# ---- block 1 ----
--- src/rtl/ks_subtractor_pipe.sv ---
// rtl/ks_subtractor_pipe.sv - 3-stage Kogge-Stone a - b - bin with valid/ready flow control
// Optional build macro: KS_SUB_SAT_EN (clamp diff to zero on borrow).
module ks_subtractor_pipe #(
  parameter int WIDTH = 16
) (
  input  logic             clk,
  input  logic             rst_n,
  input  logic             in_valid,
  output logic             in_ready,
  input  logic [WIDTH-1:0] a,
  input  logic [WIDTH-1:0] b,
  input  logic             bin,
  output logic             out_valid,
  input  logic             out_ready,
  output logic [WIDTH-1:0] diff,
  output logic             bout,
  output logic             ovf
);

  logic v1, v2, v3;
  logic adv1, adv2, adv3;

  assign adv3      = ~v3 | out_ready;
  assign adv2      = ~v2 | adv3;
  assign adv1      = ~v1 | adv2;
  assign in_ready  = adv1;
  assign out_valid = v3;

  // Stage 0/1 combinational: per-bit P/G with carry-in folded into bit 0, then prefix levels 1 and 2.
  logic [WIDTH-1:0] nb, p0, g_l12, p_l12;
  logic             cin;

  always_comb begin
    nb    = ~b;
    cin   = ~bin;
    p0    = a ^ nb;
    g_l12 = a & nb;
    g_l12[0] = g_l12[0] | (p0[0] & cin);
    p_l12 = p0;
    // Descending index lets each level update in place without clobbering lower inputs.
    for (int i = WIDTH - 1; i >= 1; i--) begin
      g_l12[i] = g_l12[i] | (p_l12[i] & g_l12[i-1]);
      p_l12[i] = p_l12[i] & p_l12[i-1];
    end
    for (int i = WIDTH - 1; i >= 2; i--) begin
      g_l12[i] = g_l12[i] | (p_l12[i] & g_l12[i-2]);
      p_l12[i] = p_l12[i] & p_l12[i-2];
    end
  end

  logic [WIDTH-1:0] s1_p, s1_g, s1_pp;
  logic             s1_cin, s1_a15, s1_b15;

  always_ff @(posedge clk or negedge rst_n) begin
    if (!rst_n) begin
      v1     <= 1'b0;
      s1_p   <= '0;
      s1_g   <= '0;
      s1_pp  <= '0;
      s1_cin <= 1'b0;
      s1_a15 <= 1'b0;
      s1_b15 <= 1'b0;
    end else if (adv1) begin
      v1 <= in_valid;
      if (in_valid) begin
        s1_p   <= p0;
        s1_g   <= g_l12;
        s1_pp  <= p_l12;
        s1_cin <= cin;
        s1_a15 <= a[WIDTH-1];
        s1_b15 <= b[WIDTH-1];
      end
    end
  end

  // Prefix levels 3 and 4 (spans 4 and 8) complete the group generates.
  logic [WIDTH-1:0] g_l34, p_l34;

  always_comb begin
    g_l34 = s1_g;
    p_l34 = s1_pp;
    for (int i = WIDTH - 1; i >= 4; i--) begin
      g_l34[i] = g_l34[i] | (p_l34[i] & g_l34[i-4]);
      p_l34[i] = p_l34[i] & p_l34[i-4];
    end
    for (int i = WIDTH - 1; i >= 8; i--) begin
      g_l34[i] = g_l34[i] | (p_l34[i] & g_l34[i-8]);
      p_l34[i] = p_l34[i] & p_l34[i-8];
    end
  end

  logic [WIDTH-1:0] s2_p, s2_g;
  logic             s2_cin, s2_a15, s2_b15;

  always_ff @(posedge clk or negedge rst_n) begin
    if (!rst_n) begin
      v2     <= 1'b0;
      s2_p   <= '0;
      s2_g   <= '0;
      s2_cin <= 1'b0;
      s2_a15 <= 1'b0;
      s2_b15 <= 1'b0;
    end else if (adv2) begin
      v2 <= v1;
      if (v1) begin
        s2_p   <= s1_p;
        s2_g   <= g_l34;
        s2_cin <= s1_cin;
        s2_a15 <= s1_a15;
        s2_b15 <= s1_b15;
      end
    end
  end

  // Carry into bit i is the group generate of bits i-1..0; bit 0 takes the raw carry-in.
  logic [WIDTH-1:0] raw_diff, fin_diff;
  logic             fin_bout, fin_ovf;

  always_comb begin
    raw_diff = s2_p ^ {s2_g[WIDTH-2:0], s2_cin};
    fin_bout = ~s2_g[WIDTH-1];
    fin_ovf  = (s2_a15 != s2_b15) & (raw_diff[WIDTH-1] != s2_a15);
`ifdef KS_SUB_SAT_EN
    fin_diff = fin_bout ? '0 : raw_diff;
`else
    fin_diff = raw_diff;
`endif
  end

  always_ff @(posedge clk or negedge rst_n) begin
    if (!rst_n) begin
      v3   <= 1'b0;
      diff <= '0;
      bout <= 1'b0;
      ovf  <= 1'b0;
    end else if (adv3) begin
      v3 <= v2;
      if (v2) begin
        diff <= fin_diff;
        bout <= fin_bout;
        ovf  <= fin_ovf;
      end
    end
  end

endmodule

--- config.mk ---
export PLATFORM = sky130hd
export DESIGN_NAME = ks_subtractor_pipe
export DESIGN_NICKNAME = d
export VERILOG_FILES = /design/src/rtl/ks_subtractor_pipe.sv
export SDC_FILE = /design/constraint.sdc
export NUM_CORES = 1
export LEC_CHECK = 0
export CORE_ASPECT_RATIO = 2
export CORE_MARGIN = 1.5
export CORE_UTILIZATION = 45
export CTS_CLUSTER_DIAMETER = 50
export DETAILED_ROUTE_END_ITERATION = 7
export PLACE_DENSITY = 0.63
export SETUP_SLACK_MARGIN = 0.15
export SYNTH_ARGS = -nofsm -noshare
export SYNTH_HDL_FRONTEND = slang
export SYNTH_SLANG_ARGS = --single-unit
--- constraint.sdc ---
create_clock -name clk -period 1.5 [get_ports clk]
set_input_delay 0.3 -clock clk [delete_from_list [all_inputs] [get_ports clk]]
set_output_delay 0.3 -clock clk [all_outputs]
set_load 0.03 [all_outputs]
# ---- block 2 ----
--- config.mk ---
export PLATFORM = sky130hd
export DESIGN_NAME = blk_ceb414
export DESIGN_NICKNAME = d
export VERILOG_FILES = /design/src/rtl/blk_ceb414.sv
export SDC_FILE = /design/constraint.sdc
export NUM_CORES = 1
export LEC_CHECK = 0
export CORE_MARGIN = 5
export CORE_UTILIZATION = 59
export CTS_BUF_LIST = sky130_fd_sc_hd__clkbuf_4 sky130_fd_sc_hd__clkbuf_8
export CTS_CLUSTER_DIAMETER = 40
export CTS_CLUSTER_SIZE = 20
export DETAILED_ROUTE_END_ITERATION = 10
export GPL_ROUTABILITY_DRIVEN = 0
export HOLD_SLACK_MARGIN = 0.05
export PLACE_DENSITY = 0.83
export SETUP_SLACK_MARGIN = 0.02
export SKIP_CTS_REPAIR_TIMING = 1
export SLEW_MARGIN = 20
export SYNTH_ARGS = -nofsm -noshare
export SYNTH_HDL_FRONTEND = slang
export SYNTH_SLANG_ARGS = --single-unit
--- constraint.sdc ---
create_clock -name clk -period 2.4 [get_ports clk]
set_input_delay 0.36 -clock clk [delete_from_list [all_inputs] [get_ports clk]]
set_output_delay 0.36 -clock clk [all_outputs]
set_load 0.03 [all_outputs]
--- src/rtl/blk_ceb414.sv ---
// rtl/blk_ceb414.sv - clock-mux select sequencer: gate, hold, flip select, hold, ungate.
// Optional two-flop request synchronizer enabled by MEMLIBC_CLK_SEL_CTRL_SYNC_EN.
module blk_ceb414 #(
  parameter int GATE_CYCLES   = 4,
  parameter int SETTLE_CYCLES = 4
) (
  input  logic clk,
  input  logic reset,
  input  logic sel_req,
  output logic mux_sel,
  output logic clk_en,
  output logic busy,
  output logic switch_done
);

  typedef enum logic [1:0] {
    IDLE   = 2'd0,
    GATE   = 2'd1,
    SETTLE = 2'd2
  } state_t;

  localparam logic [7:0] GATE_LOAD   = 8'(GATE_CYCLES - 1);
  localparam logic [7:0] SETTLE_LOAD = 8'(SETTLE_CYCLES - 1);

  state_t     state_q, state_d;
  logic [7:0] cnt_q, cnt_d;
  logic       mux_sel_q, mux_sel_d;
  logic       clk_en_q, clk_en_d;
  logic       busy_q, busy_d;
  logic       switch_done_q, switch_done_d;
  logic       req_eff;

`ifdef MEMLIBC_CLK_SEL_CTRL_SYNC_EN
  logic sync1_q, sync1_d;
  logic sync2_q, sync2_d;

  always_comb begin
    sync1_d = sel_req;
    sync2_d = sync1_q;
  end

  always_ff @(posedge clk) begin
    if (reset) begin
      sync1_q <= 1'b0;
      sync2_q <= 1'b0;
    end else begin
      sync1_q <= sync1_d;
      sync2_q <= sync2_d;
    end
  end

  assign req_eff = sync2_q;
`else
  assign req_eff = sel_req;
`endif

  // sel_req is only looked at in IDLE, so a request that bounces mid-sequence is ignored
  always_comb begin
    state_d       = state_q;
    cnt_d         = cnt_q;
    mux_sel_d     = mux_sel_q;
    clk_en_d      = clk_en_q;
    busy_d        = busy_q;
    switch_done_d = 1'b0;
    case (state_q)
      IDLE: begin
        if (req_eff != mux_sel_q) begin
          state_d  = GATE;
          clk_en_d = 1'b0;
          busy_d   = 1'b1;
          cnt_d    = GATE_LOAD;
        end
      end
      GATE: begin
        if (cnt_q == 8'd0) begin
          mux_sel_d = ~mux_sel_q;
          cnt_d     = SETTLE_LOAD;
          state_d   = SETTLE;
        end else begin
          cnt_d = cnt_q - 8'd1;
        end
      end
      SETTLE: begin
        if (cnt_q == 8'd0) begin
          clk_en_d      = 1'b1;
          busy_d        = 1'b0;
          switch_done_d = 1'b1;
          state_d       = IDLE;
        end else begin
          cnt_d = cnt_q - 8'd1;
        end
      end
      default: state_d = IDLE;
    endcase
  end

  always_ff @(posedge clk) begin
    if (reset) begin
      state_q       <= IDLE;
      cnt_q         <= 8'd0;
      mux_sel_q     <= 1'b0;
      clk_en_q      <= 1'b1;
      busy_q        <= 1'b0;
      switch_done_q <= 1'b0;
    end else begin
      state_q       <= state_d;
      cnt_q         <= cnt_d;
      mux_sel_q     <= mux_sel_d;
      clk_en_q      <= clk_en_d;
      busy_q        <= busy_d;
      switch_done_q <= switch_done_d;
    end
  end

  assign mux_sel     = mux_sel_q;
  assign clk_en      = clk_en_q;
  assign busy        = busy_q;
  assign switch_done = switch_done_q;

endmodule

# ---- block 3 ----
**config.mk**
```make
export PLATFORM = sky130hd
export DESIGN_NAME = gpr_scoreboard
export DESIGN_NICKNAME = d
export VERILOG_FILES = /design/src/rtl/gpr_scoreboard.sv
export SDC_FILE = /design/constraint.sdc
export NUM_CORES = 1
export LEC_CHECK = 0
export CORE_ASPECT_RATIO = 0.7
export CORE_UTILIZATION = 62
export CTS_CLUSTER_SIZE = 10
export DETAILED_ROUTE_END_ITERATION = 7
export HOLD_SLACK_MARGIN = 0.12
export PLACE_DENSITY = 0.83
export SLEW_MARGIN = 20
export SYNTH_ARGS = -nofsm -noshare
export SYNTH_HDL_FRONTEND = slang
export SYNTH_SLANG_ARGS = --single-unit
export TNS_END_PERCENT = 1
```
**constraint.sdc**
```tcl
create_clock -name clk -period 4.26 [get_ports clk]
set_clock_uncertainty 0.05 [all_clocks]
set_input_delay 0.852 -clock clk [delete_from_list [all_inputs] [get_ports clk]]
set_output_delay 0.852 -clock clk [all_outputs]
set_load 0.01 [all_outputs]
```
**src/rtl/gpr_scoreboard.sv**
```systemverilog
// GPR write scoreboard: per-register pending-write counters between issue and writeback.
// Stalls issue on RAW hazards and on per-register write-counter saturation.
module gpr_scoreboard #(
    parameter int unsigned NUM_REGS = 32,
    parameter int unsigned IDX_W    = 5,
    parameter int unsigned CNT_W    = 2
) (
    input  logic                clk,
    input  logic                rst,
    input  logic                issue_valid_i,
    output logic                issue_ready_o,
    input  logic [IDX_W-1:0]    issue_rd_i,
    input  logic                issue_rd_we_i,
    input  logic [IDX_W-1:0]    issue_rj_i,
    input  logic                issue_rj_re_i,
    input  logic [IDX_W-1:0]    issue_rk_i,
    input  logic                issue_rk_re_i,
    input  logic                wb_valid_i,
    input  logic [IDX_W-1:0]    wb_rd_i,
    input  logic                flush_i,
    output logic [NUM_REGS-1:0] busy_vec_o,
    output logic                err_o
);

    localparam logic [CNT_W-1:0] CNT_MAX = {CNT_W{1'b1}};
    localparam logic [CNT_W-1:0] CNT_ONE = CNT_W'(1);

    logic [CNT_W-1:0]    cnt_q [NUM_REGS];
    logic [CNT_W-1:0]    cnt_d [NUM_REGS];
    logic [NUM_REGS-1:0] busy_q, busy_d;
    logic                err_q, err_d;

    logic                rj_busy_c, rk_busy_c, sat_c, fire_c;
    logic [NUM_REGS-1:0] inc_c, dec_c;

    // Hazard detection; a source whose last pending write retires this cycle is bypassed
    always_comb begin
        rj_busy_c = issue_rj_re_i && (issue_rj_i != '0) && (cnt_q[issue_rj_i] != '0)
                    && !(wb_valid_i && (wb_rd_i == issue_rj_i) && (cnt_q[issue_rj_i] == CNT_ONE));
        rk_busy_c = issue_rk_re_i && (issue_rk_i != '0) && (cnt_q[issue_rk_i] != '0)
                    && !(wb_valid_i && (wb_rd_i == issue_rk_i) && (cnt_q[issue_rk_i] == CNT_ONE));
        sat_c     = issue_rd_we_i && (issue_rd_i != '0) && (cnt_q[issue_rd_i] == CNT_MAX)
                    && !(wb_valid_i && (wb_rd_i == issue_rd_i));
        issue_ready_o = !flush_i && !rj_busy_c && !rk_busy_c && !sat_c;
        fire_c        = issue_valid_i && issue_ready_o;
    end

    // Counter next state: flush, then inc/dec cancel, then single inc or dec
    always_comb begin
        inc_c  = '0;
        dec_c  = '0;
        busy_d = '0;
        err_d  = err_q;
        for (int unsigned r = 0; r < NUM_REGS; r++) begin
            cnt_d[r] = cnt_q[r];
        end
        cnt_d[0] = '0;
        for (int unsigned r = 1; r < NUM_REGS; r++) begin
            inc_c[r] = fire_c && issue_rd_we_i && (issue_rd_i == IDX_W'(r));
            dec_c[r] = wb_valid_i && (wb_rd_i == IDX_W'(r)) && (cnt_q[r] != '0);
            if (flush_i) begin
                cnt_d[r] = '0;
            end else if (inc_c[r] && !dec_c[r]) begin
                cnt_d[r] = cnt_q[r] + CNT_ONE;
            end else if (dec_c[r] && !inc_c[r]) begin
                cnt_d[r] = cnt_q[r] - CNT_ONE;
            end
            busy_d[r] = (cnt_d[r] != '0);
        end
        if (!flush_i && wb_valid_i && (wb_rd_i != '0) && (cnt_q[wb_rd_i] == '0)) begin
            err_d = 1'b1;
        end
    end

    always_ff @(posedge clk or posedge rst) begin
        if (rst) begin
            for (int unsigned r = 0; r < NUM_REGS; r++) begin
                cnt_q[r] <= '0;
            end
            busy_q <= '0;
            err_q  <= 1'b0;
        end else begin
            for (int unsigned r = 0; r < NUM_REGS; r++) begin
                cnt_q[r] <= cnt_d[r];
            end
            busy_q <= busy_d;
            err_q  <= err_d;
        end
    end

    assign busy_vec_o = busy_q;
    assign err_o      = err_q;

endmodule

```

==> screenshots <==
Gate families picked out.
shot_01.png
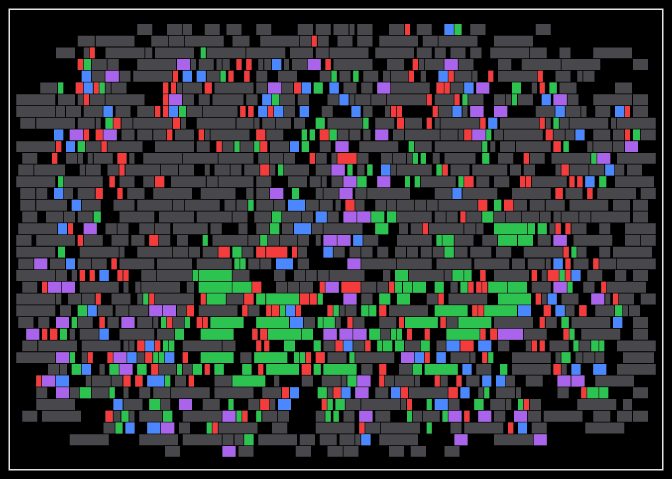
shot_02.png
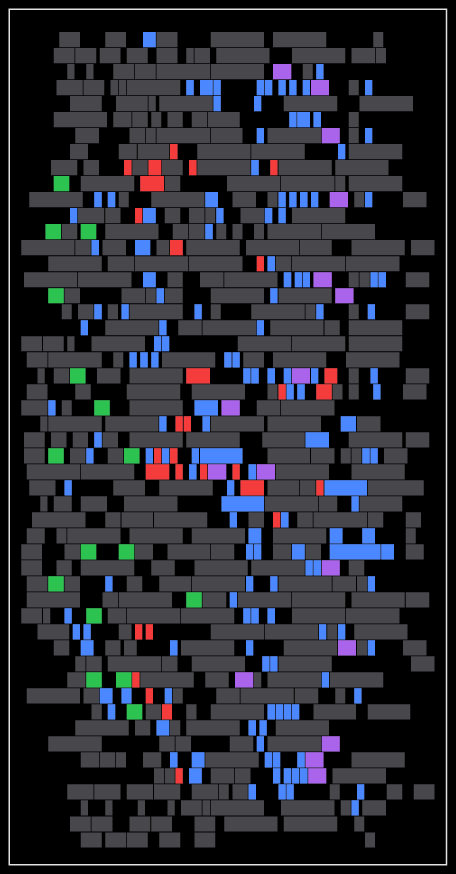
shot_03.png
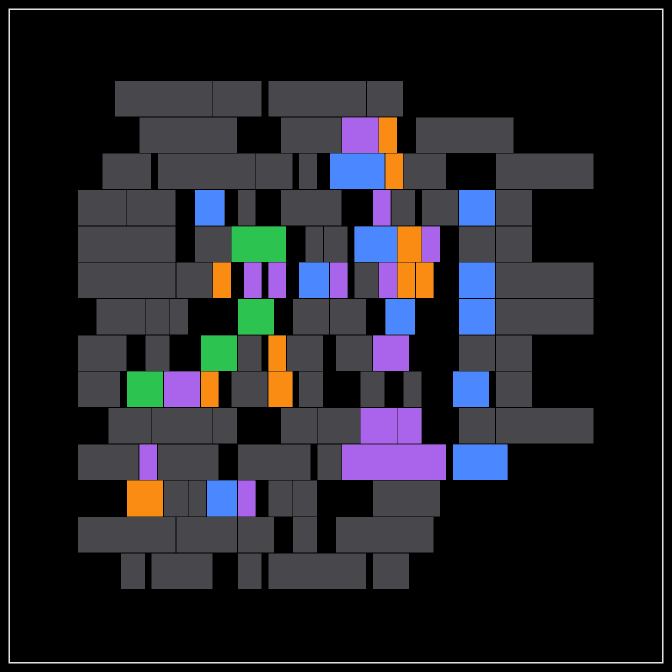
For block 1, see shot_02.png.
For block 2, see shot_03.png.
For block 3, see shot_01.png.
- most cells: shot_01.png
- fewest cells: shot_03.png

### Placement by cell class, block 3

Scale bar: 50 um.
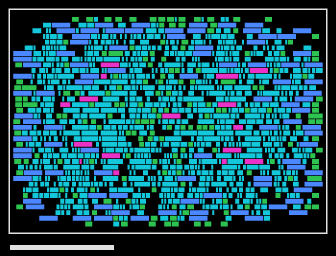
other buffers and delay cells: shown in green, cells 172, share of their area 14%. flip-flops: shown in blue, cells 94, share of their area 21%. all other logic: shown in cyan, cells 903, share of their area 62%. clock drivers and dummy loads: shown in magenta, cells 16, share of their area 2.8%.

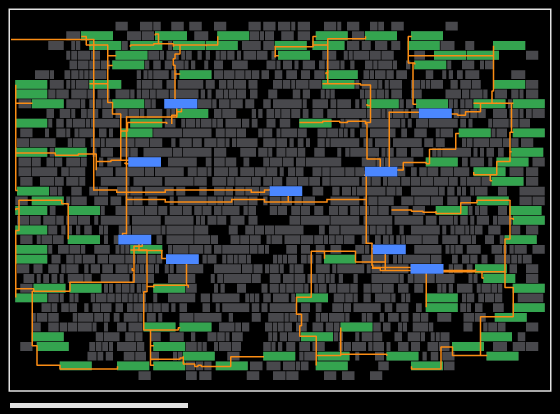
*Clock distribution, block 3*
Scale bar: 50 um.
clock wires: shown in orange, length 1370 um. cells driving clock nets: shown in blue, count 9. flip-flops: shown in green, count 94.
Position of the flops: widely spread. There are 10 routed clock nets.

==> out/qor.csv, block 3 <==
metric,value,unit
fillers,1049,
area_leaders,"dfrtp_1 24%, mux4_2 9.1%, mux2i_1 6.1%",
cts_buffers,9,
comb_power_share,17.9,%
violations,setup timing,
ys_sh_simple,27.42,%
nNonClkInverters,78,
swShare,28.62,%
grt_use_total,37.28,%
cts_tree,built,
synth.top_cell.area_share,24.32,%
cp_common_cell,buf_4,
gr-usage-met1,51.61,%
syn2layout_area_growth,17.36,%
dr.first_iter.drc_count,1015,
flop_cell,dfrtp_1,
largestClassByArea,multi-input combinational cells,
yosysUniqueCellTypes,81,
clk-power,865,uW
synthesis.area,9673,um^2
fin_nets,1239,
hold_depth,1,
worst_slack,-4.176,ps
grt.overflow.total,0,
clock_path_buffers,2,
r2r_cells,9,
ys_warn_count,0,
worst-path-buf-inv,4,
postCtsSetupBuffers,0,
edf_count,0,
setup_viol,1,
maxSlewHeadroom,53.90,%
status,"finished, violations left",
htreeDepth,3,
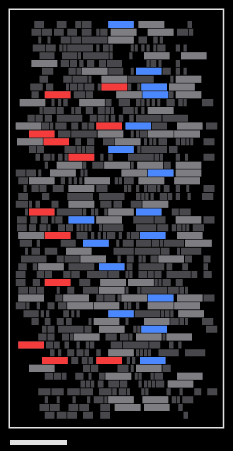
*Sequential cells coloured by netlist name, block 1*
Scale bar: 20 um.
s2_g: shown in blue, flops 16. s1_pp: shown in red, flops 12.
Another 75 sequential cells are not coloured.

==> out/qor.csv, block 1 <==
metric,value,unit
crit_start,v1,
path_delay_family,flip-flops,
seq_power_share,43.9,%
power.share.clock,25.3,%
seq_share,40.32,%
async_reset_ff_share,100.0,%
rows,51,
initCoreUtil,46.55,%
postCtsSetupBuffers,6,
antenna_found_initial,0,
gr-usage-met1,24.30,%
flop_cell,dfrtp_1,
seq_cells,103,
synth_flops,103,
clk-power,2210,uW
r2r_end,s1_g[10],
grt_use_met2,32.41,%
r2r_cells,7,
worst_pin_slew,554.9,ps
tap_cells,132,
crit_type,flop to output pin,
cp_common_cell,buf_6,
status,"complete, no violations",
wire_per_inst,15.20,um
cts_hold_buf,1,
swShare,33.25,%
crit_required,1200,ps
top_power_group,registers,
io_buffers,56,
top_cells_by_count,"132 x nand2_1, 103 x dfrtp_1, 30 x o21ai_0, 26 x nor2_1, 22 x a21oi_1",
n_clock_buffer,10,
ys_sh_adder,4.405,%
period_used_share,95.80,%
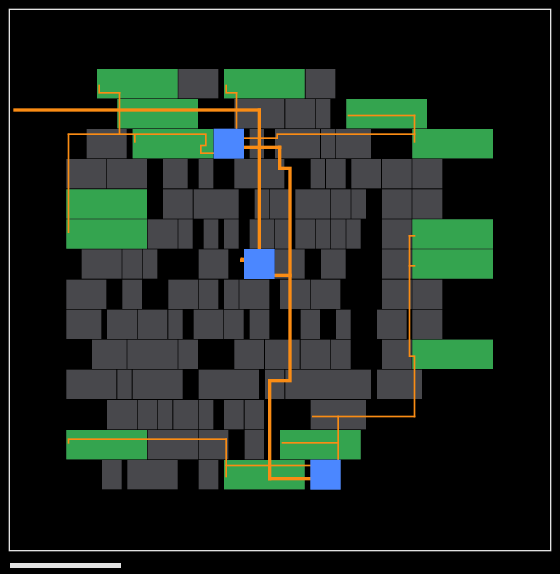
*Clock distribution, block 2*
Scale bar: 10 um.
cells driving clock nets: shown in blue, count 3. flip-flops: shown in green, count 14. clock wires: shown in orange, length 214 um.
There are 4 routed clock nets. Position of the flops: widely spread.

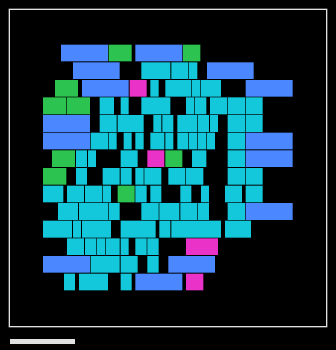
*Placement by cell class, block 2*
Scale bar: 10 um.
all other logic: shown in cyan, cells 87, share of their area 60%. flip-flops: shown in blue, cells 14, share of their area 28%. other buffers and delay cells: shown in green, cells 9, share of their area 8.3%. clock drivers and dummy loads: shown in magenta, cells 4, share of their area 3.6%.

==> out/qor.csv, block 2 <==
metric,value,unit
htreeDepth,1,
rsz0062_at_grt,false,
top_cells_by_count,"14 x dfxtp_1, 10 x a21oi_1, 8 x nor2_1",
regArea,280.3,um^2
leakage,0.0003997,uW
n_antenna_cell,0,
ys_cells,103,
rows,14,
final_area,1015,um^2
power.share.clock,11.5,%
core,1471,um^2
tns,0,ps
ant_nets,0,
largest_reg_flops,8,
top_register,cnt_q,
hold_depth,2,
grt_pass1_wl,3456,um
dp_slack,307.4,ps
r2r_cells,7,
ys_sh_mux,0,%
whs,532.7,ps
grt_use_total,18.39,%
crit_required,2600,ps
fmax,508.9,MHz
ys_top_logic_family,AND-OR/OR-AND gates,
lay_top_cells,"14 x dfxtp_1, 10 x a21oi_1, 8 x nor2_1",
status,"complete, no violations",
met3_usage,4.587,%
cts_buffers,3,
clock_latency,290,ps
layout.area.comb,573.1,um^2
io_buffers,6,
vias,849,
r2r_end,cnt_q[0],

# ---- block 4 ----
==> config.mk <==
export PLATFORM = sky130hd
export DESIGN_NAME = hvrx_chan_dec
export DESIGN_NICKNAME = d
export VERILOG_FILES = /design/src/rtl/hvtx_pkg.sv /design/src/rtl/hvrx_tmds_dec.sv /design/src/rtl/hvrx_chan_dec.sv
export SDC_FILE = /design/constraint.sdc
export NUM_CORES = 1
export LEC_CHECK = 0
export ABC_AREA = 0
export CORE_MARGIN = 10
export CORE_UTILIZATION = 51
export CTS_CLUSTER_SIZE = 40
export DETAILED_ROUTE_END_ITERATION = 12
export GPL_TIMING_DRIVEN = 0
export PLACE_DENSITY_LB_ADDON = 0.25
export SLEW_MARGIN = 25
export SYNTH_ARGS = -nofsm -noshare
export SYNTH_HDL_FRONTEND = slang
export SYNTH_SLANG_ARGS = --single-unit
==> constraint.sdc <==
create_clock -name i_clk -period 1.7 [get_ports i_clk]
set_input_delay 0.255 -clock i_clk [delete_from_list [all_inputs] [get_ports i_clk]]
set_output_delay 0.255 -clock i_clk [all_outputs]
set_load 0.02 [all_outputs]
==> src/rtl/hvtx_pkg.sv <==
// Shared TMDS definitions for the hvtx transmit and hvrx receive paths:
// control-period token table and token classification helpers.
package hvtx_pkg;

  typedef enum logic [1:0] {
    CTL_00 = 2'b00,
    CTL_01 = 2'b01,
    CTL_10 = 2'b10,
    CTL_11 = 2'b11
  } tmds_ctl_e;

  // Control tokens indexed by their {vs,hs}-style value, MSB first.
  localparam logic [9:0] CTL_TOKEN [4] = '{
    10'b1101010100,
    10'b0010101011,
    10'b0101010100,
    10'b1010101011
  };

  function automatic logic tmds_is_ctl(input logic [9:0] w);
    logic r;
    r = 1'b0;
    for (int unsigned i = 0; i < 4; i++) begin
      if (w == CTL_TOKEN[i]) r = 1'b1;
    end
    return r;
  endfunction

  function automatic tmds_ctl_e tmds_ctl_val(input logic [9:0] w);
    tmds_ctl_e r;
    r = CTL_00;
    for (int unsigned i = 0; i < 4; i++) begin
      if (w == CTL_TOKEN[i]) r = tmds_ctl_e'(2'(i));
    end
    return r;
  endfunction

endpackage

==> src/rtl/hvrx_tmds_dec.sv <==
// Combinational TMDS symbol decoder: classifies an aligned 10-bit window as a
// control token or a data word and recovers the 8-bit value of data words.
module hvrx_tmds_dec
  import hvtx_pkg::*;
(
  input  logic [9:0] win,
  output logic       is_ctl,
  output logic [1:0] ctl,
  output logic [7:0] data
);

  logic [8:0] q;

  // Undo the optional inversion, then the XOR/XNOR transition chain.
  always_comb begin
    q       = win[9] ? {win[8], ~win[7:0]} : win[8:0];
    data    = '0;
    data[0] = q[0];
    for (int unsigned i = 1; i < 8; i++) begin
      data[i] = q[8] ? (q[i] ^ q[i-1]) : (q[i] ~^ q[i-1]);
    end
    is_ctl = tmds_is_ctl(win);
    ctl    = tmds_ctl_val(win);
  end

endmodule

==> src/rtl/hvrx_chan_dec.sv <==
// TMDS receive channel decoder: hunts for the symbol boundary in a raw 1:10
// deserialized stream using runs of control tokens, then decodes each word.
module hvrx_chan_dec
  import hvtx_pkg::*;
#(
  parameter int unsigned CTL_RUN = 8,
  parameter int unsigned TIMEOUT = 4096,
  parameter int unsigned TW      = 13
) (
  input  logic       i_clk,
  input  logic       i_rst_n,
  input  logic [9:0] i_symbol,
  output logic       o_locked,
  output logic [3:0] o_offset,
  output logic       o_de,
  output logic [1:0] o_ctl,
  output logic [7:0] o_data
);

  localparam int unsigned RW = $clog2(CTL_RUN + 1);

  typedef enum logic {
    ST_SEARCH,
    ST_LOCKED
  } state_e;

  state_e      state_q, state_d;
  logic [9:0]  prev_q, prev_d;
  logic [9:0]  win_q, win_d;
  logic [3:0]  offset_q, offset_d;
  logic [RW-1:0] run_q, run_d, run_inc;
  logic [TW-1:0] to_q, to_d;
  logic        locked_q, locked_d;
  logic        de_q, de_d;
  logic [1:0]  ctl_q, ctl_d;
  logic [7:0]  data_q, data_d;

  logic [19:0] cat;
  logic [3:0]  offset_nxt;
  logic        hit, expiry;
  logic        dec_is_ctl;
  logic [1:0]  dec_ctl;
  logic [7:0]  dec_data;

  hvrx_tmds_dec u_dec (
    .win    (win_q),
    .is_ctl (dec_is_ctl),
    .ctl    (dec_ctl),
    .data   (dec_data)
  );

  // Stage 1: previous word and the window selected by the current offset.
  always_comb begin
    cat    = {i_symbol, prev_q};
    prev_d = i_symbol;
    win_d  = cat[offset_q +: 10];
  end

  // Run/timeout counters and SEARCH/LOCKED transitions; a hit beats expiry.
  always_comb begin
    state_d    = state_q;
    offset_d   = offset_q;
    run_d      = run_q;
    to_d       = to_q;
    run_inc    = '0;
    if (dec_is_ctl) begin
      run_inc = (run_q == RW'(CTL_RUN)) ? run_q : run_q + RW'(1);
    end
    hit        = dec_is_ctl && (run_q == RW'(CTL_RUN - 1));
    expiry     = (to_q == TW'(TIMEOUT - 1));
    offset_nxt = (offset_q == 4'd9) ? '0 : offset_q + 4'd1;
    if (hit) begin
      state_d = ST_LOCKED;
      run_d   = run_inc;
      to_d    = '0;
    end else if (expiry) begin
      state_d  = ST_SEARCH;
      offset_d = offset_nxt;
      run_d    = '0;
      to_d     = '0;
    end else begin
      run_d = run_inc;
      to_d  = to_q + TW'(1);
    end
  end

  // Stage 2: outputs for the current window; o_ctl holds across data words.
  always_comb begin
    locked_d = (state_q == ST_LOCKED);
    de_d     = 1'b0;
    data_d   = '0;
    ctl_d    = ctl_q;
    if (state_q == ST_SEARCH) begin
      ctl_d = '0;
    end else if (dec_is_ctl) begin
      ctl_d = dec_ctl;
    end else begin
      de_d   = 1'b1;
      data_d = dec_data;
    end
  end

  // All state registers with asynchronous active-low reset.
  always_ff @(posedge i_clk or negedge i_rst_n) begin
    if (!i_rst_n) begin
      state_q  <= ST_SEARCH;
      prev_q   <= '0;
      win_q    <= '0;
      offset_q <= '0;
      run_q    <= '0;
      to_q     <= '0;
      locked_q <= 1'b0;
      de_q     <= 1'b0;
      ctl_q    <= '0;
      data_q   <= '0;
    end else begin
      state_q  <= state_d;
      prev_q   <= prev_d;
      win_q    <= win_d;
      offset_q <= offset_d;
      run_q    <= run_d;
      to_q     <= to_d;
      locked_q <= locked_d;
      de_q     <= de_d;
      ctl_q    <= ctl_d;
      data_q   <= data_d;
    end
  end

  assign o_locked = locked_q;
  assign o_offset = offset_q;
  assign o_de     = de_q;
  assign o_ctl    = ctl_q;
  assign o_data   = data_q;

endmodule

# ---- block 5 ----
## config.mk

```make
export PLATFORM = sky130hd
export DESIGN_NAME = ex_div_ctrl
export DESIGN_NICKNAME = d
export VERILOG_FILES = /design/src/rtl/ex_div_ctrl.sv
export SDC_FILE = /design/constraint.sdc
export NUM_CORES = 1
export LEC_CHECK = 0
export CORE_MARGIN = 2
export CORE_UTILIZATION = 50
export CTS_CLUSTER_DIAMETER = 60
export DETAILED_ROUTE_END_ITERATION = 8
export PLACE_DENSITY = 0.75
export SLEW_MARGIN = 20
export SYNTH_ARGS = -nofsm -noshare
export SYNTH_HDL_FRONTEND = slang
export SYNTH_SLANG_ARGS = --single-unit
```

## constraint.sdc

```tcl
create_clock -name clk -period 7.8 [get_ports clk]
set_clock_uncertainty 0.1 [all_clocks]
set_input_delay 1.17 -clock clk [delete_from_list [all_inputs] [get_ports clk]]
set_output_delay 1.17 -clock clk [all_outputs]
set_load 0.03 [all_outputs]
```

## src/rtl/ex_div_ctrl.sv

```systemverilog
// Sequencer for the EX-stage iterative divider (DIV/DIVU/REM/REMU) using a 32-step restoring algorithm.
// Optional build macro DIV_EARLY_OUT_EN: when |dividend| < |divisor|, finish one cycle after start.
module ex_div_ctrl (
  input  logic        clk,
  input  logic        rst,
  input  logic        start,
  input  logic [1:0]  op,
  input  logic [31:0] s1data,
  input  logic [31:0] s2data,
  input  logic        annul,
  output logic        stallreq,
  output logic        valid,
  output logic [31:0] result
);

  // state | meaning
  // IDLE  | waiting for start; operands are latched when a start is accepted
  // BUSY  | one shift-subtract step per cycle, steps 0..31
  // DONE  | result register holds the corrected value; valid pulses
  typedef enum logic [1:0] {IDLE, BUSY, DONE} state_t;

  state_t      state, state_nxt;
  logic [1:0]  op_q;
  logic [31:0] dvs_q, quo_q, rem_q;
  logic [4:0]  cnt_q;
  logic        q_neg_q, r_neg_q;
  logic [31:0] result_q;

  logic        accept, is_signed, a_neg, b_neg;
  logic [31:0] a_mag, b_mag;
  logic [32:0] rem_sh, diff;
  logic [31:0] quo_step, rem_step, q_fix, r_fix, busy_res, zero_res;
  logic        early_hit;
  logic        load_res;
  logic [31:0] res_nxt;

  assign accept    = (state == IDLE) && start && !annul;
  assign is_signed = ~op[0];
  assign a_neg     = is_signed & s1data[31];
  assign b_neg     = is_signed & s2data[31];
  assign a_mag     = a_neg ? (~s1data + 32'd1) : s1data;
  assign b_mag     = b_neg ? (~s2data + 32'd1) : s2data;

  // Partial remainder is widened to 33 bits so the borrow shows up in diff[32].
  assign rem_sh   = {rem_q, quo_q[31]};
  assign diff     = rem_sh - {1'b0, dvs_q};
  assign quo_step = {quo_q[30:0], ~diff[32]};
  assign rem_step = diff[32] ? rem_sh[31:0] : diff[31:0];

  assign q_fix    = q_neg_q ? (~quo_step + 32'd1) : quo_step;
  assign r_fix    = r_neg_q ? (~rem_step + 32'd1) : rem_step;
  assign busy_res = op_q[1] ? r_fix : q_fix;
  assign zero_res = op[1] ? s1data : 32'hFFFF_FFFF;

`ifdef DIV_EARLY_OUT_EN
  assign early_hit = (b_mag != 32'd0) && (a_mag < b_mag);
`else
  assign early_hit = 1'b0;
`endif

  always_comb begin
    state_nxt = state;
    load_res  = 1'b0;
    res_nxt   = result_q;
    case (state)
      IDLE: begin
        if (accept) begin
          if (b_mag == 32'd0) begin
            state_nxt = DONE;
            load_res  = 1'b1;
            res_nxt   = zero_res;
          end else if (early_hit) begin
            // Quotient is 0 and the remainder is the untouched dividend.
            state_nxt = DONE;
            load_res  = 1'b1;
            res_nxt   = op[1] ? s1data : 32'd0;
          end else begin
            state_nxt = BUSY;
          end
        end
      end
      BUSY: begin
        if (cnt_q == 5'd31) begin
          state_nxt = DONE;
          load_res  = 1'b1;
          res_nxt   = busy_res;
        end
      end
      DONE:    state_nxt = IDLE;
      default: state_nxt = IDLE;
    endcase
    if (annul) begin
      state_nxt = IDLE;
      load_res  = 1'b0;
    end
  end

  always_ff @(posedge clk) begin
    if (rst) begin
      state    <= IDLE;
      op_q     <= 2'b00;
      dvs_q    <= 32'd0;
      quo_q    <= 32'd0;
      rem_q    <= 32'd0;
      cnt_q    <= 5'd0;
      q_neg_q  <= 1'b0;
      r_neg_q  <= 1'b0;
      result_q <= 32'd0;
    end else begin
      state <= state_nxt;
      if (accept) begin
        op_q    <= op;
        dvs_q   <= b_mag;
        quo_q   <= a_mag;
        rem_q   <= 32'd0;
        cnt_q   <= 5'd0;
        q_neg_q <= a_neg ^ b_neg;
        r_neg_q <= a_neg;
      end else if (state == BUSY) begin
        quo_q <= quo_step;
        rem_q <= rem_step;
        cnt_q <= cnt_q + 5'd1;
      end
      if (load_res) result_q <= res_nxt;
    end
  end

  assign stallreq = accept || (state == BUSY);
  assign valid    = (state == DONE) && !annul;
  assign result   = result_q;

endmodule

```

# ---- block 6 ----
### src/rtl/alu_cmd_issuer.sv
// alu_cmd_issuer: accepts one ALU command at a time, strobes the operands to
// the ALU, waits (bounded) for the ALU result and holds it until the consumer
// takes it. ALU results arriving outside the wait window raise a sticky flag.
module alu_cmd_issuer #(
  parameter int DATA_WIDTH = 8,
  parameter int TIMEOUT    = 16
) (
  input  logic                  i_clk,
  input  logic                  i_rst,
  // command side
  input  logic                  i_cmd_vld,
  output logic                  o_cmd_rdy,
  input  logic [3:0]            i_cmd_op,
  input  logic [1:0]            i_cmd_movi,
  input  logic [DATA_WIDTH-1:0] i_cmd_reg_a,
  input  logic [DATA_WIDTH-1:0] i_cmd_reg_b,
  input  logic [DATA_WIDTH-1:0] i_cmd_mem,
  input  logic [DATA_WIDTH-1:0] i_cmd_imm,
  // ALU side
  output logic                  o_act,
  output logic                  o_alu_rdy,
  output logic [3:0]            o_op,
  output logic [1:0]            o_movi,
  output logic [DATA_WIDTH-1:0] o_reg_a,
  output logic [DATA_WIDTH-1:0] o_reg_b,
  output logic [DATA_WIDTH-1:0] o_mem,
  output logic [DATA_WIDTH-1:0] o_imm,
  input  logic [DATA_WIDTH-1:0] i_ex_alu,
  input  logic                  i_ex_alu_vld,
  // result side
  output logic                  o_res_vld,
  input  logic                  i_res_rdy,
  output logic [DATA_WIDTH-1:0] o_res_data,
  output logic                  o_res_timeout,
  output logic                  o_stray
);

  typedef enum logic [1:0] {
    ST_IDLE  = 2'd0,
    ST_ISSUE = 2'd1,
    ST_WAIT  = 2'd2,
    ST_HOLD  = 2'd3
  } state_t;

  // TIMEOUT is at most 255, so an 8-bit wait counter always suffices.
  localparam logic [7:0] CNT_LAST = 8'(TIMEOUT - 1);

  state_t                r_state;
  logic [7:0]            r_cnt;
  logic                  r_cmd_rdy;
  logic                  r_act;
  logic                  r_alu_rdy;
  logic                  r_res_vld;
  logic                  r_res_timeout;
  logic                  r_stray;
  logic [3:0]            r_op;
  logic [1:0]            r_movi;
  logic [DATA_WIDTH-1:0] r_reg_a;
  logic [DATA_WIDTH-1:0] r_reg_b;
  logic [DATA_WIDTH-1:0] r_mem;
  logic [DATA_WIDTH-1:0] r_imm;
  logic [DATA_WIDTH-1:0] r_res_data;

  // Command FSM with registered outputs; every output is updated together
  // with the state transition that defines it.
  always_ff @(posedge i_clk or posedge i_rst) begin
    if (i_rst) begin
      r_state       <= ST_IDLE;
      r_cnt         <= '0;
      r_cmd_rdy     <= 1'b0;
      r_act         <= 1'b0;
      r_alu_rdy     <= 1'b0;
      r_res_vld     <= 1'b0;
      r_res_timeout <= 1'b0;
      r_stray       <= 1'b0;
      r_op          <= '0;
      r_movi        <= '0;
      r_reg_a       <= '0;
      r_reg_b       <= '0;
      r_mem         <= '0;
      r_imm         <= '0;
      r_res_data    <= '0;
    end else begin
      // A result strobe is only meaningful while waiting for one.
      if (i_ex_alu_vld && (r_state != ST_WAIT)) begin
        r_stray <= 1'b1;
      end

      case (r_state)
        ST_IDLE: begin
          // Ready comes up one cycle after reset release and stays up here.
          r_cmd_rdy <= 1'b1;
          if (r_cmd_rdy && i_cmd_vld) begin
            r_op      <= i_cmd_op;
            r_movi    <= i_cmd_movi;
            r_reg_a   <= i_cmd_reg_a;
            r_reg_b   <= i_cmd_reg_b;
            r_mem     <= i_cmd_mem;
            r_imm     <= i_cmd_imm;
            r_cmd_rdy <= 1'b0;
            r_alu_rdy <= 1'b1;
            r_act     <= 1'b1;
            r_state   <= ST_ISSUE;
          end
        end

        ST_ISSUE: begin
          // Operand strobe lasts exactly one cycle; activity continues.
          r_alu_rdy <= 1'b0;
          r_cnt     <= '0;
          r_state   <= ST_WAIT;
        end

        ST_WAIT: begin
          // A result on the last counted cycle still wins over the timeout.
          if (i_ex_alu_vld) begin
            r_res_data    <= i_ex_alu;
            r_res_timeout <= 1'b0;
            r_res_vld     <= 1'b1;
            r_act         <= 1'b0;
            r_state       <= ST_HOLD;
          end else if (r_cnt == CNT_LAST) begin
            r_res_data    <= '0;
            r_res_timeout <= 1'b1;
            r_res_vld     <= 1'b1;
            r_act         <= 1'b0;
            r_state       <= ST_HOLD;
          end else begin
            r_cnt <= r_cnt + 8'd1;
          end
        end

        ST_HOLD: begin
          // Result is held until the consumer takes it, however long that is.
          if (i_res_rdy) begin
            r_res_vld <= 1'b0;
            r_cmd_rdy <= 1'b1;
            r_state   <= ST_IDLE;
          end
        end

        default: begin
          r_state <= ST_IDLE;
        end
      endcase
    end
  end

  assign o_cmd_rdy     = r_cmd_rdy;
  assign o_act         = r_act;
  assign o_alu_rdy     = r_alu_rdy;
  assign o_op          = r_op;
  assign o_movi        = r_movi;
  assign o_reg_a       = r_reg_a;
  assign o_reg_b       = r_reg_b;
  assign o_mem         = r_mem;
  assign o_imm         = r_imm;
  assign o_res_vld     = r_res_vld;
  assign o_res_data    = r_res_data;
  assign o_res_timeout = r_res_timeout;
  assign o_stray       = r_stray;

endmodule

### config.mk
export PLATFORM = sky130hd
export DESIGN_NAME = alu_cmd_issuer
export DESIGN_NICKNAME = d
export VERILOG_FILES = /design/src/rtl/alu_cmd_issuer.sv
export SDC_FILE = /design/constraint.sdc
export NUM_CORES = 1
export LEC_CHECK = 0
export ABC_AREA = 1
export CAP_MARGIN = 10
export CELL_PAD_IN_SITES_DETAIL_PLACEMENT = 1
export CELL_PAD_IN_SITES_GLOBAL_PLACEMENT = 1
export CORE_ASPECT_RATIO = 1.1
export CORE_UTILIZATION = 25
export CTS_CLUSTER_DIAMETER = 100
export CTS_CLUSTER_SIZE = 10
export DETAILED_ROUTE_END_ITERATION = 10
export PLACE_DENSITY = 0.63
export SETUP_SLACK_MARGIN = 0.02
export SLEW_MARGIN = 15
export SYNTH_ARGS = -nofsm -noshare
export SYNTH_HDL_FRONTEND = slang
export SYNTH_SLANG_ARGS = --single-unit
### constraint.sdc
create_clock -name i_clk -period 6 [get_ports i_clk]
set_clock_uncertainty 0.15 [all_clocks]
set_input_delay 1.2 -clock i_clk [delete_from_list [all_inputs] [get_ports i_clk]]
set_output_delay 1.2 -clock i_clk [all_outputs]
set_load 0.02 [all_outputs]
### Placement by cell class, block 4

Scale bar: 20 um.
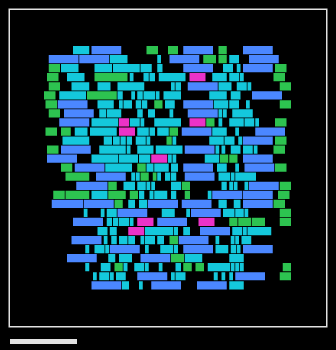
flip-flops: shown in blue, cells 54, share of their area 37%. all other logic: shown in cyan, cells 194, share of their area 44%. clock drivers and dummy loads: shown in magenta, cells 8, share of their area 2.9%. other buffers and delay cells: shown in green, cells 58, share of their area 16%.

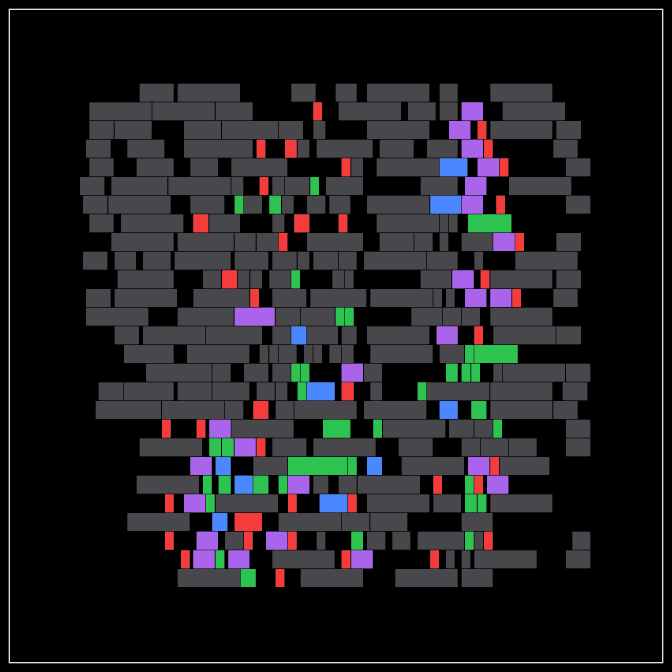
*Gate families picked out, block 4*
XOR/XNOR gates: shown in purple, cells 25. AND and OR gates: shown in blue, cells 10. NOR gates: shown in red, cells 39. NAND gates: shown in green, cells 36.

==> out/qor.csv, block 4 <==
metric,value,unit
violations,setup timing,
cts_hold_buf,1,
setup_viol,10,
comb_cells,179,
endpoint,win_q[3],
path_delay_family,multiplexers,
nNonClkInverters,15,
layout-drive-gt1-share,29.30,%
intPower,1796,uW
async_reset_ff_share,100.0,%
peakVddDrop,0.3297,mV
yosysMostFrequentCell,dfrtp_1,
die_height,95.02,um
worst_slack,-100.3,ps
status,"finished, violations left",
finClkSkew,7.598,ps
synthCells,257,
largestRegisters,"to_q x13, prev_q x10, win_q x10",
rows,27,
tns,-479.7,ps
dp_slack,-194.8,ps
r2r_cells,4,
comb_share,41.34,%
period_needed,1800,ps
yosys.area.top_type,dfrtp_1,
die_w,95.02,um
layout.area.comb,1538,um^2
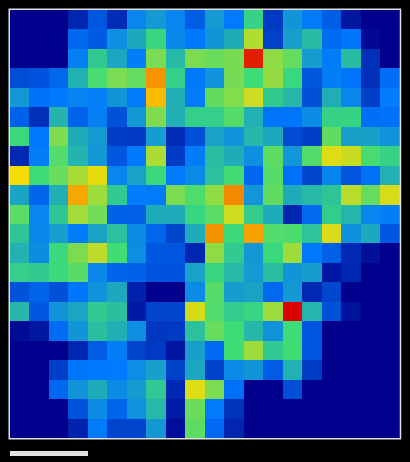
*Wire density map, block 6*
Scale bar: 20 um. The die is cut into 20 by 22 equal tiles; dark blue is low, red is high, scaled to the fullest tile. Values are wire area over tile area, all layers added.
18% of the tiles are over half the peak. 16% of the tiles are nearly empty. The emptiest ninth of the die: lower right. The fullest tile reaches 0.35. The mean over all tiles is 0.10.

==> out/qor.csv, block 6 <==
metric,value,unit
peakVddDrop,0.2036,mV
area_leaders,"dfrtp_1 58%, nand2_1 26%, nand3_1 2.6%",
vias,2334,
yosysMostFrequentCell,nand2_1,
period_used_share,45.76,%
edf_count,0,
critical-path-slowest-cell,clkdlybuf4s50_1,
grt.busiest_layer,met2,
synth_nets,370,
cp-end-kind,output pin,
tns,0,ps
top_cells_by_count,"181 x nand2_1, 62 x dfrtp_1, 16 x inv_1, 14 x nand3_1, 6 x buf_2",
synthesis.area,2658,um^2
maxSlewHeadroom,46.15,%
tap_cells,143,
synth_flops,62,
wl_met3,362,um
m1WireLength,3268,um
hold_depth,2,
hold_class,flop to flop,
ys_sh_adder,2.354,%
crit_required,4650,ps
crit_start,o_cmd_rdy,
wl_met2,3385,um
seq_share,37.59,%
seq_power_share,32.2,%
clock_sinks,62,
final_cells,567,
comb_share,23.67,%
io_pins,103,
cts_buffers,9,
yosys.area.top_type,dfrtp_1,
n_antenna_cell,0,
whs,318.2,ps
top_power_group,combinational cells,
routabilityCongestion,0.7158,
r2r_cells,7,
endpoint,o_cmd_rdy,
die_area,11050,um^2
swShare,36.50,%
status,"complete, no violations",
highest_layer,met4,
comb_power_share,42.3,%
synthCells,314,
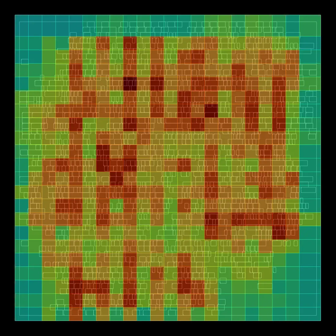
*Routing congestion, block 5*
most used routing layer in global routing: met2
met1 Use GR: 40.37%

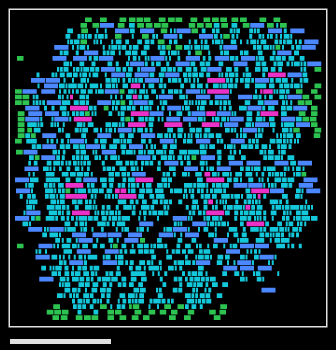
*Placement by cell class, block 5*
Scale bar: 50 um.
clock drivers and dummy loads: shown in magenta, cells 31, share of their area 4.6%. other buffers and delay cells: shown in green, cells 119, share of their area 8.9%. all other logic: shown in cyan, cells 1343, share of their area 65%. flip-flops: shown in blue, cells 138, share of their area 21%.

==> out/qor.csv, block 5 <==
metric,value,unit
status,"complete, no violations",
path_max_fanout,16,
buffer_area_share,8.664,%
m1WireLength,16010,um
clock_path_buffers,2,
critPathArrivalTime,6030,ps
ys_chip_area,11520,um^2
clock_latency,440,ps
crit_type,primary input to flop,
r2r_setup_slack,2210,ps
comb_power_share,34.0,%
drv_cap,0,
seq_share,20.89,%
flop_cell,dfxtp_1,
clk_share,4.446,%
cts_resized,0,
layout.area.comb,8138,um^2
ys_warn_count,0,
rows,55,

==> screenshots <==
Clock distribution.
picture 1
Scale bar: 20 um.
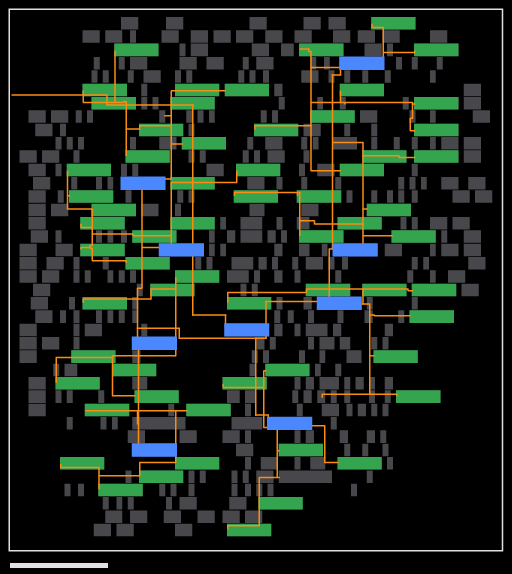
picture 2
Scale bar: 20 um.
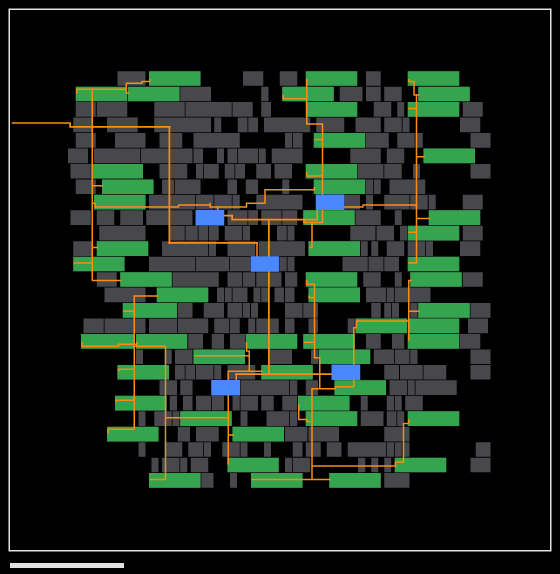
picture 3
Scale bar: 50 um.
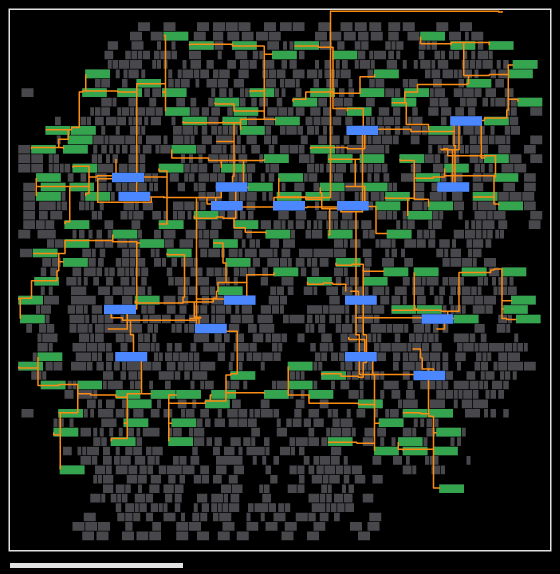
picture 1 -> block 6
picture 2 -> block 4
picture 3 -> block 5
- most sequential cells: picture 3
- smallest die: picture 2



==> notes/layouts.md <==
Pictures saved along the way, in no particular order.

Routing congestion.
Plate I
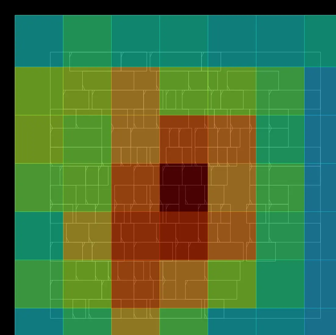
Plate II
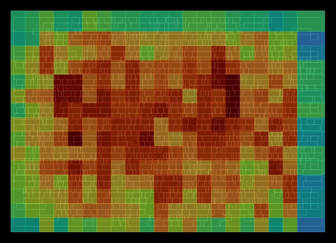
Plate III
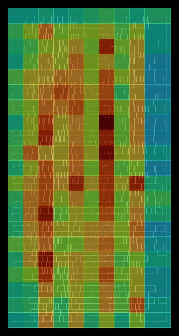
Plate IV
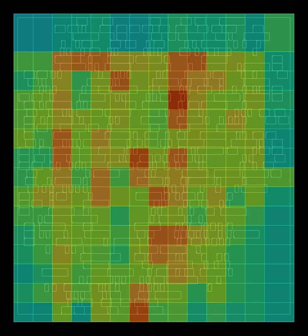
- block 6 = Plate IV
- block 3 = Plate II
- block 1 = Plate III
- block 2 = Plate I

Power figures rest on the tool's default switching activity, not on a simulated workload.
